==================== imem_power_sequencer
Fig. 1: imem_power_sequencer, metal layers overlaid
Only two layers are drawn.
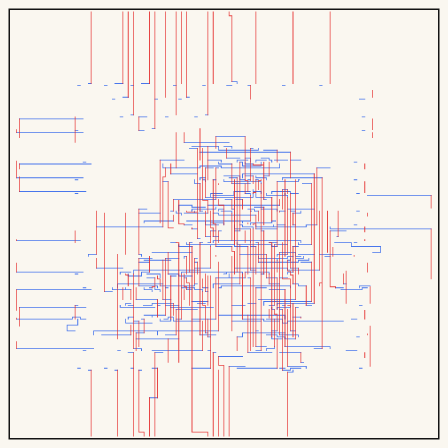

`config.mk`:
```
export PLATFORM = sky130hd
export DESIGN_NAME = imem_power_sequencer
export DESIGN_NICKNAME = d
export VERILOG_FILES = /design/src/rtl/imem_power_sequencer.sv
export SDC_FILE = /design/constraint.sdc
export NUM_CORES = 1
export LEC_CHECK = 0
export ABC_AREA = 1
export ABC_CLOCK_PERIOD_IN_PS = 1600
export CAP_MARGIN = 15
export CORE_MARGIN = 10
export CORE_UTILIZATION = 41
export DETAILED_ROUTE_END_ITERATION = 6
export GPL_TIMING_DRIVEN = 0
export HOLD_SLACK_MARGIN = 0.12
export MAX_ROUTING_LAYER = met4
export PLACE_DENSITY = 0.77
export SETUP_SLACK_MARGIN = 0.4
export SLEW_MARGIN = 5
export SYNTH_ARGS = -nofsm -noshare
export SYNTH_HDL_FRONTEND = slang
export SYNTH_SLANG_ARGS = --single-unit
```
`constraint.sdc`:
```
create_clock -name clk -period 1.6 [get_ports clk]
set_input_delay 0.24 -clock clk [delete_from_list [all_inputs] [get_ports clk]]
set_output_delay 0.24 -clock clk [all_outputs]
set_load 0.1 [all_outputs]
```
`src/rtl/imem_power_sequencer.sv`:
```
// Power-state sequencer for the fetch-side instruction memory (ACTIVE / SLEEP / WAKE).
// Optional statistics counters are built only when IMEM_PWR_STATS_EN is defined.
module imem_power_sequencer #(
    parameter int IDLE_THRESH = 8,
    parameter int WAKE_CYCLES = 2,
    parameter int CNT_W       = 4
) (
    input  logic        clk,
    input  logic        reset_n,
    input  logic        fetch_req,
    input  logic        stall,
    input  logic        branch,
    output logic        mem_enable,
    output logic        mem_sleep,
    output logic        hold_pc,
    output logic        fetch_valid,
    output logic [1:0]  pwr_state,
    output logic [31:0] sleep_cycles,
    output logic [15:0] wake_events
);

    localparam logic [1:0] ST_ACTIVE = 2'b00;
    localparam logic [1:0] ST_SLEEP  = 2'b01;
    localparam logic [1:0] ST_WAKE   = 2'b10;

    localparam logic [CNT_W-1:0] IDLE_MAX  = CNT_W'(IDLE_THRESH);
    localparam logic [CNT_W-1:0] IDLE_LAST = CNT_W'(IDLE_THRESH - 1);
    localparam logic [CNT_W-1:0] WAKE_LOAD = CNT_W'(WAKE_CYCLES - 1);
    localparam logic [CNT_W-1:0] CNT_ONE   = CNT_W'(1);
    localparam logic [CNT_W-1:0] CNT_ZERO  = '0;

    logic [1:0]       state_q, state_d;
    logic [CNT_W-1:0] idle_cnt_q, idle_cnt_d;
    logic [CNT_W-1:0] wake_cnt_q, wake_cnt_d;
    logic             fetch_valid_q;
    logic             access;
    logic             wake_start;

    assign access = fetch_req & ~stall & ~branch;

    always_comb begin
        state_d    = state_q;
        idle_cnt_d = idle_cnt_q;
        wake_cnt_d = wake_cnt_q;
        wake_start = 1'b0;
        case (state_q)
            ST_ACTIVE: begin
                if (access) begin
                    idle_cnt_d = CNT_ZERO;
                end else if ((IDLE_THRESH != 0) && (idle_cnt_q == IDLE_LAST)) begin
                    state_d    = ST_SLEEP;
                    idle_cnt_d = CNT_ZERO;
                end else if (idle_cnt_q != IDLE_MAX) begin
                    idle_cnt_d = idle_cnt_q + CNT_ONE;
                end
            end
            ST_SLEEP: begin
                // Wake on any request, even stalled ones, so the latency overlaps the stall.
                if (fetch_req) begin
                    state_d    = ST_WAKE;
                    wake_cnt_d = WAKE_LOAD;
                    wake_start = 1'b1;
                end
            end
            ST_WAKE: begin
                if (wake_cnt_q == CNT_ZERO) begin
                    state_d    = ST_ACTIVE;
                    idle_cnt_d = CNT_ZERO;
                end else begin
                    wake_cnt_d = wake_cnt_q - CNT_ONE;
                end
            end
            default: begin
                state_d    = ST_ACTIVE;
                idle_cnt_d = CNT_ZERO;
                wake_cnt_d = CNT_ZERO;
            end
        endcase
    end

    always_ff @(posedge clk or negedge reset_n) begin
        if (!reset_n) begin
            state_q       <= ST_ACTIVE;
            idle_cnt_q    <= CNT_ZERO;
            wake_cnt_q    <= CNT_ZERO;
            fetch_valid_q <= 1'b0;
        end else begin
            state_q       <= state_d;
            idle_cnt_q    <= idle_cnt_d;
            wake_cnt_q    <= wake_cnt_d;
            fetch_valid_q <= mem_enable;
        end
    end

    // mem_enable gated by reset_n so no read is issued while reset is held.
    assign mem_enable = reset_n & (state_q == ST_ACTIVE) & access;
    assign mem_sleep  = (state_q == ST_SLEEP);
    assign hold_pc    = ((state_q == ST_SLEEP) & fetch_req) | (state_q == ST_WAKE);
    assign pwr_state  = state_q;

    // fetch_valid: one-cycle read latency; no ready back-pressure exists, the word is
    // consumed in the cycle fetch_valid is high, and a branch in that cycle flushes it.
    assign fetch_valid = fetch_valid_q & ~branch;

`ifdef IMEM_PWR_STATS_EN
    logic [31:0] sleep_cycles_q;
    logic [15:0] wake_events_q;

    always_ff @(posedge clk or negedge reset_n) begin
        if (!reset_n) begin
            sleep_cycles_q <= '0;
            wake_events_q  <= '0;
        end else begin
            if (state_q == ST_SLEEP) sleep_cycles_q <= sleep_cycles_q + 32'd1;
            if (wake_start)          wake_events_q  <= wake_events_q + 16'd1;
        end
    end

    assign sleep_cycles = sleep_cycles_q;
    assign wake_events  = wake_events_q;
`else
    assign sleep_cycles = '0;
    assign wake_events  = '0;
`endif

endmodule

```
==================== srff_bank
[config.mk]
export PLATFORM = sky130hd
export DESIGN_NAME = srff_bank
export DESIGN_NICKNAME = d
export VERILOG_FILES = /design/src/rtl/srff_bank.sv
export SDC_FILE = /design/constraint.sdc
export NUM_CORES = 1
export LEC_CHECK = 0
export ABC_CLOCK_PERIOD_IN_PS = 2000
export CAP_MARGIN = 15
export CORE_MARGIN = 3
export CORE_UTILIZATION = 35
export DETAILED_ROUTE_END_ITERATION = 8
export PLACE_DENSITY_LB_ADDON = 0.2
export REMOVE_ABC_BUFFERS = 1
export SLEW_MARGIN = 0
export SYNTH_ARGS = -nofsm -noshare
export SYNTH_HDL_FRONTEND = slang
export SYNTH_SLANG_ARGS = --single-unit
[constraint.sdc]
create_clock -name clk -period 2 [get_ports clk]
set_input_delay 0.5 -clock clk [delete_from_list [all_inputs] [get_ports clk]]
set_output_delay 0.5 -clock clk [all_outputs]
set_load 0.02 [all_outputs]
[src/rtl/srff_bank.sv]
// srff_bank: WIDTH-channel bank of clocked set/reset flip-flops with a
// selectable S=R=1 resolution mode, registered rise/fall edge pulses, and
// conflict reporting (per-channel sticky bits plus a saturating counter of
// conflict cycles).
//
// Optional build macro: SRFF_BANK_FILTER_EN
//   When defined, every s and r bit passes through a qualify filter: the
//   filtered bit is high only on the FILT_CYCLES-th and later consecutive
//   high samples of the raw bit, and drops on the first low sample.
//   When undefined, raw s/r feed the S/R logic and no filter flops exist.
//
// No handshakes and no FSM: every output is a plain register updated on
// the rising clock edge, or cleared asynchronously by rst_n.
module srff_bank #(
  parameter int               WIDTH         = 8,
  parameter int               CONFLICT_MODE = 0,
  parameter logic [WIDTH-1:0] RESET_VAL     = '0,
  parameter int               CNT_W         = 8,
  parameter int               FILT_CYCLES   = 3
) (
  input  logic             clk,
  input  logic             rst_n,
  input  logic             en,
  input  logic [WIDTH-1:0] s,
  input  logic [WIDTH-1:0] r,
  input  logic             clr_conflict,
  output logic [WIDTH-1:0] q,
  output logic [WIDTH-1:0] rise,
  output logic [WIDTH-1:0] fall,
  output logic [WIDTH-1:0] conflict_sticky,
  output logic [CNT_W-1:0] conflict_cnt
);

  // Out-of-range modes fall back to hold.
  localparam int MODE = ((CONFLICT_MODE >= 0) && (CONFLICT_MODE <= 3)) ? CONFLICT_MODE : 0;

  localparam logic [CNT_W-1:0] CNT_MAX = '1;
  localparam logic [CNT_W-1:0] CNT_ONE = CNT_W'(1);

  logic [WIDTH-1:0] s_eff;
  logic [WIDTH-1:0] r_eff;
  logic [WIDTH-1:0] q_next;
  logic [WIDTH-1:0] conflict;
  logic             any_conflict;

`ifdef SRFF_BANK_FILTER_EN
  // Each counter holds the number of consecutive high samples seen before
  // the current edge. The bit qualifies at the edge that delivers the
  // FILT_CYCLES-th high sample, so the filter adds FILT_CYCLES-1 edges on
  // top of the normal one-edge register latency.
  localparam int               FC_W    = $clog2(FILT_CYCLES + 1);
  localparam logic [FC_W-1:0]  FC_MAX  = FC_W'(FILT_CYCLES);
  localparam logic [FC_W-1:0]  FC_QUAL = FC_W'(FILT_CYCLES - 1);
  localparam logic [FC_W-1:0]  FC_ONE  = FC_W'(1);

  logic [FC_W-1:0] s_cnt [WIDTH];
  logic [FC_W-1:0] r_cnt [WIDTH];

  // Run-length counters for the raw inputs; free-running, independent of en.
  always_ff @(posedge clk or negedge rst_n) begin
    if (!rst_n) begin
      for (int i = 0; i < WIDTH; i++) begin
        s_cnt[i] <= '0;
        r_cnt[i] <= '0;
      end
    end else begin
      for (int i = 0; i < WIDTH; i++) begin
        if (!s[i])                s_cnt[i] <= '0;
        else if (s_cnt[i] != FC_MAX) s_cnt[i] <= s_cnt[i] + FC_ONE;
        if (!r[i])                r_cnt[i] <= '0;
        else if (r_cnt[i] != FC_MAX) r_cnt[i] <= r_cnt[i] + FC_ONE;
      end
    end
  end

  // Qualified request: raw bit high now and long enough before.
  always_comb begin
    s_eff = '0;
    r_eff = '0;
    for (int i = 0; i < WIDTH; i++) begin
      s_eff[i] = s[i] && (s_cnt[i] >= FC_QUAL);
      r_eff[i] = r[i] && (r_cnt[i] >= FC_QUAL);
    end
  end
`else
  assign s_eff = s;
  assign r_eff = r;
`endif

  assign conflict     = s_eff & r_eff;
  assign any_conflict = |conflict;

  // Per-channel S/R resolution, including the S=R=1 mode.
  always_comb begin
    q_next = q;
    for (int i = 0; i < WIDTH; i++) begin
      case ({s_eff[i], r_eff[i]})
        2'b10:   q_next[i] = 1'b1;
        2'b01:   q_next[i] = 1'b0;
        2'b11: begin
          case (MODE)
            1:       q_next[i] = 1'b1;
            2:       q_next[i] = 1'b0;
            3:       q_next[i] = ~q[i];
            default: q_next[i] = q[i];
          endcase
        end
        default: q_next[i] = q[i];
      endcase
    end
  end

  // State and edge pulses; pulses are derived from the transition being
  // committed so they line up with the cycle q shows the new value.
  always_ff @(posedge clk or negedge rst_n) begin
    if (!rst_n) begin
      q    <= RESET_VAL;
      rise <= '0;
      fall <= '0;
    end else if (en) begin
      q    <= q_next;
      rise <= q_next & ~q;
      fall <= ~q_next & q;
    end else begin
      rise <= '0;
      fall <= '0;
    end
  end

  // Conflict reporting; a conflict in the clearing cycle survives the clear.
  always_ff @(posedge clk or negedge rst_n) begin
    if (!rst_n) begin
      conflict_sticky <= '0;
      conflict_cnt    <= '0;
    end else if (clr_conflict) begin
      conflict_sticky <= en ? conflict : '0;
      conflict_cnt    <= (en && any_conflict) ? CNT_ONE : '0;
    end else if (en) begin
      conflict_sticky <= conflict_sticky | conflict;
      if (any_conflict && (conflict_cnt != CNT_MAX))
        conflict_cnt <= conflict_cnt + CNT_ONE;
    end
  end

endmodule

Fig. 2: srff_bank, routing congestion map
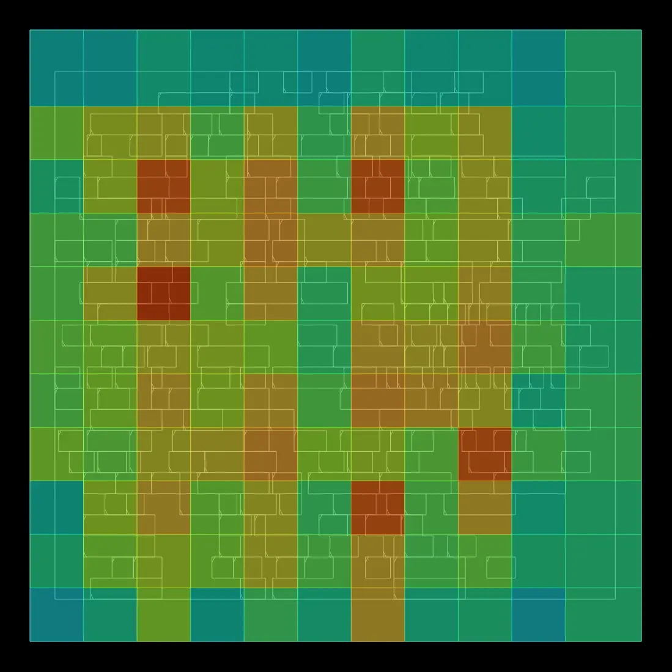
aggregate global-route resource usage: 14.5%
met3 track demand over resource: 5.33%

Fig. 3: srff_bank, drive-strength map
The bar under the picture is 20 um long.
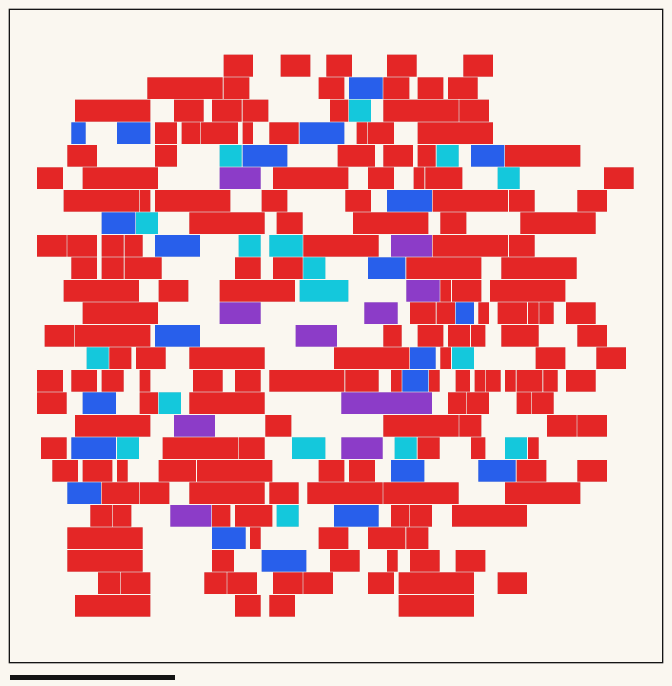
Key: blue = drive 2 [cells 22]; purple = drive 6 and up [cells 10, most used clkbuf_8]; red = drive 1 or less [cells 178, most used clkdlybuf4s50_1]; cyan = drive 3 to 4 [cells 17, most used buf_4]
area growth from synthesis to final layout: 49.9%
PnR worst setup slack: 0.0797 ns
total of plain and repair buffers excluding clock buffers: 75
design area: 0.00278 mm^2

==> summary.log, srff_bank <==
INFO  sta            worstMarginPinSlew=0.527ns
INFO  floorplanning  design.die.area=0.00621mm^2
INFO  drt            route.met3.wl=311um
INFO  power          power.ir.vdd_worst=0.450mV
INFO  finish         finish.utilization=56.6%
INFO  worst_setup_path timing_endpoint_of_the_critical_path=conflict_cnt[5]
INFO  place          detailedPlacementHpwl=3210um
INFO  drt            drtPass1Iterations=4
INFO  worst_setup_path setup.worst_path.class=input pin to flip-flop
INFO  worst_setup_path crit_chain=dlygate4sd2_1 > ha_2 > or4_4 > o21ai_4 > nor4_2 > mux2_1
INFO  finish         top_area_cell_class=sequential cells
INFO  clock_tree     clkLatencyLatePin=0.29ns
INFO  clock_tree     clock_tree_from_tritoncts=yes
INFO  sta            fin_worst_hold_slack=0.178ns
INFO  clock_tree     ctsRootBufferMaster=sky130_fd_sc_hd__clkbuf_8
INFO  status         run_status=completed
INFO  synthesis      ys_sh_simple=16.6%
INFO  global_route   first_global_vias=1556
## srff_bank: registers in the layout (all words and copies together), names as in the netlist
name / count
fall: 8
rise: 8
q: 8
conflict_sticky: 8
conflict_cnt: 8
## srff_bank: layout by cell type (no fill, tap or decap), types with 3 or more instances in the layout
cell and instances:
sky130_fd_sc_hd__a22o_1 8, sky130_fd_sc_hd__nand2b_1 6, sky130_fd_sc_hd__buf_4 14, sky130_fd_sc_hd__dfrtp_1 40
sky130_fd_sc_hd__nand2_1 5, sky130_fd_sc_hd__nand3_1 4, sky130_fd_sc_hd__clkbuf_8 7, sky130_fd_sc_hd__nor2b_1 3
sky130_fd_sc_hd__ha_2 8, sky130_fd_sc_hd__dlygate4sd2_1 16, sky130_fd_sc_hd__nor3b_1 12, sky130_fd_sc_hd__and3b_1 4
sky130_fd_sc_hd__mux2_2 8, sky130_fd_sc_hd__inv_1 10, sky130_fd_sc_hd__ha_1 9, sky130_fd_sc_hd__clkdlybuf4s50_1 42
Fig. 4: imem_power_sequencer, close-up of the layout
Window x 43 to 68, y 6 to 31 um. Cells in gray, sequential cells in the stronger gray; small squares are vias.
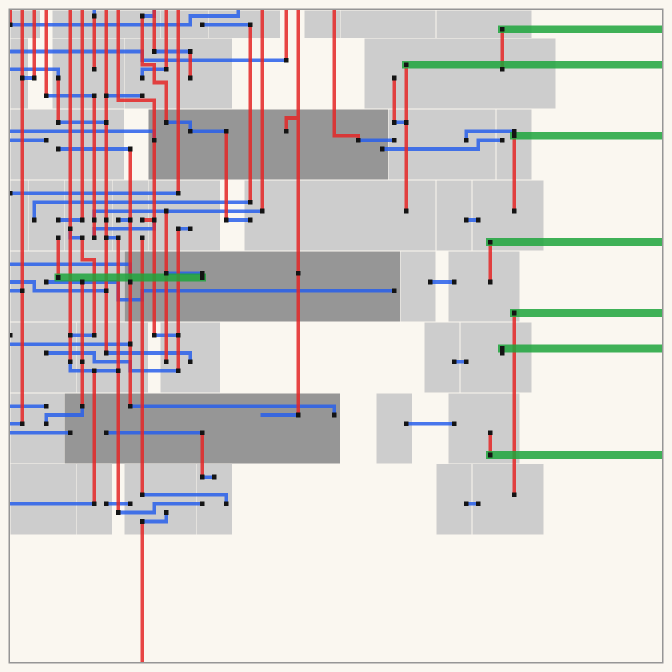
Key: blue = met1; green = met3; red = met2
Netlist names of flops here include pwr_state (2), fetch_valid_q (1). Sequential cells in the window: 3. Most frequent: buf_4 (9), conb_1 (6), nand2_1 (3). 31 logic cells have their middle in the window.

About Fig. 1:
Key: red = met2 [wire length 1480 um]; blue = met1 [wire length 1090 um]

==> summary.log, imem_power_sequencer <==
INFO  status         run_status=complete, but fails checks
INFO  status         violations=negative setup slack
INFO  synthesis      seq_area_frac_synth=22.9%
INFO  clock_tree     clock_tree_from_tritoncts=yes
INFO  floorplanning  num_io_pins=59
INFO  worst_setup_path reg2reg_from=pwr_state[1]
INFO  synthesis      ys_warn_count=0
INFO  sta            pnr_worst_setup_slack=-0.0464ns
INFO  flow_run       tool_warnings=36
INFO  finish         flow.area_growth_from_synthesis=49.7%
INFO  floorplanning  die_w=74.1um
INFO  power          clockPowerShare=6.1%
INFO  sta            setup_total_negative_slack=-0.0776ns
INFO  worst_setup_path critical_path_peak_fanout=4
INFO  place          place_congestion=0.802
INFO  clock_tree     cts_buffer_depth=2
INFO  global_route   grt_overflow_total=0
INFO  worst_setup_path crit_start=pwr_state[0]
INFO  sta            finalSetupViolations=2
INFO  worst_setup_path critical_path.startpoint_type=flip-flop
INFO  drt            wl_per_cell=11.0um
INFO  drt            vias_per_cell=3.91
INFO  power          power.internal=1.35mW
INFO  clock_tree     post-cts-setup-buffers=5
INFO  clock_tree     num_cts_buffers=3
INFO  worst_setup_path timing_endpoint_of_the_critical_path=mem_enable
INFO  sta            finalCritPeriodShare=103%
-- imem_power_sequencer: layer usage --
layer | wire (um) | GRT usage, % | share of wire, %
met1 | 1090 | 10.8 | 38
met2 | 1480 | 15.8 | 51
met3 | 295 | 3.99 | 10
met4 | 30 | 2.48 | 1.0
met5 | 0 | - | 0
-- imem_power_sequencer: cell type report --
cell class / count / area (um^2)
Clock buffer: 4 / 26.3
Multi-Input combinational cell: 133 / 791
Fill cell: 235 / 985
Tap cell: 31 / 38.8
Inverter: 17 / 71.3
Buffer: 48 / 360
Timing Repair Buffer: 18 / 226
Sequential cell: 11 / 283
-- imem_power_sequencer: flip-flops by register name, indices dropped and copies added, names as in the netlist --
register,cells
pwr_state,2
fetch_valid_q,1
wake_cnt_q,4
idle_cnt_q,4
-- imem_power_sequencer: critical path, delay by kind of cell, from the launching register on --
family,cells,cell delay (ns)
adder cells (fa/ha/maj),1,0.14
flip-flops,1,0.53
buffers and inverters,2,0.27
AND/OR/NAND/NOR,2,0.18


## Gallery

PDN straps and rails.
The bar under the picture is 20 um long. Pins as bars on the die edge. Tap cells in gray.
panel A
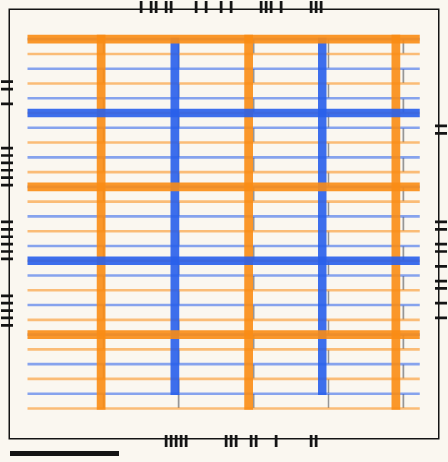
panel B
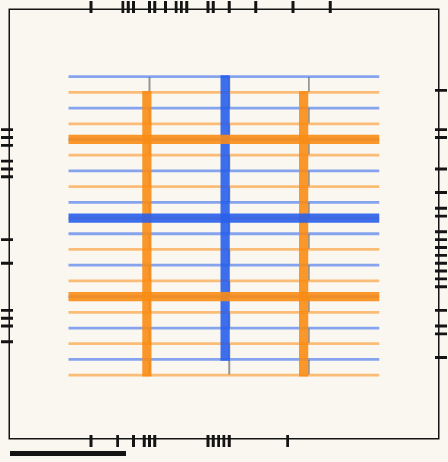
srff_bank: panel A
imem_power_sequencer: panel B

Power figures rest on the tool's default switching activity, not on a simulated workload.
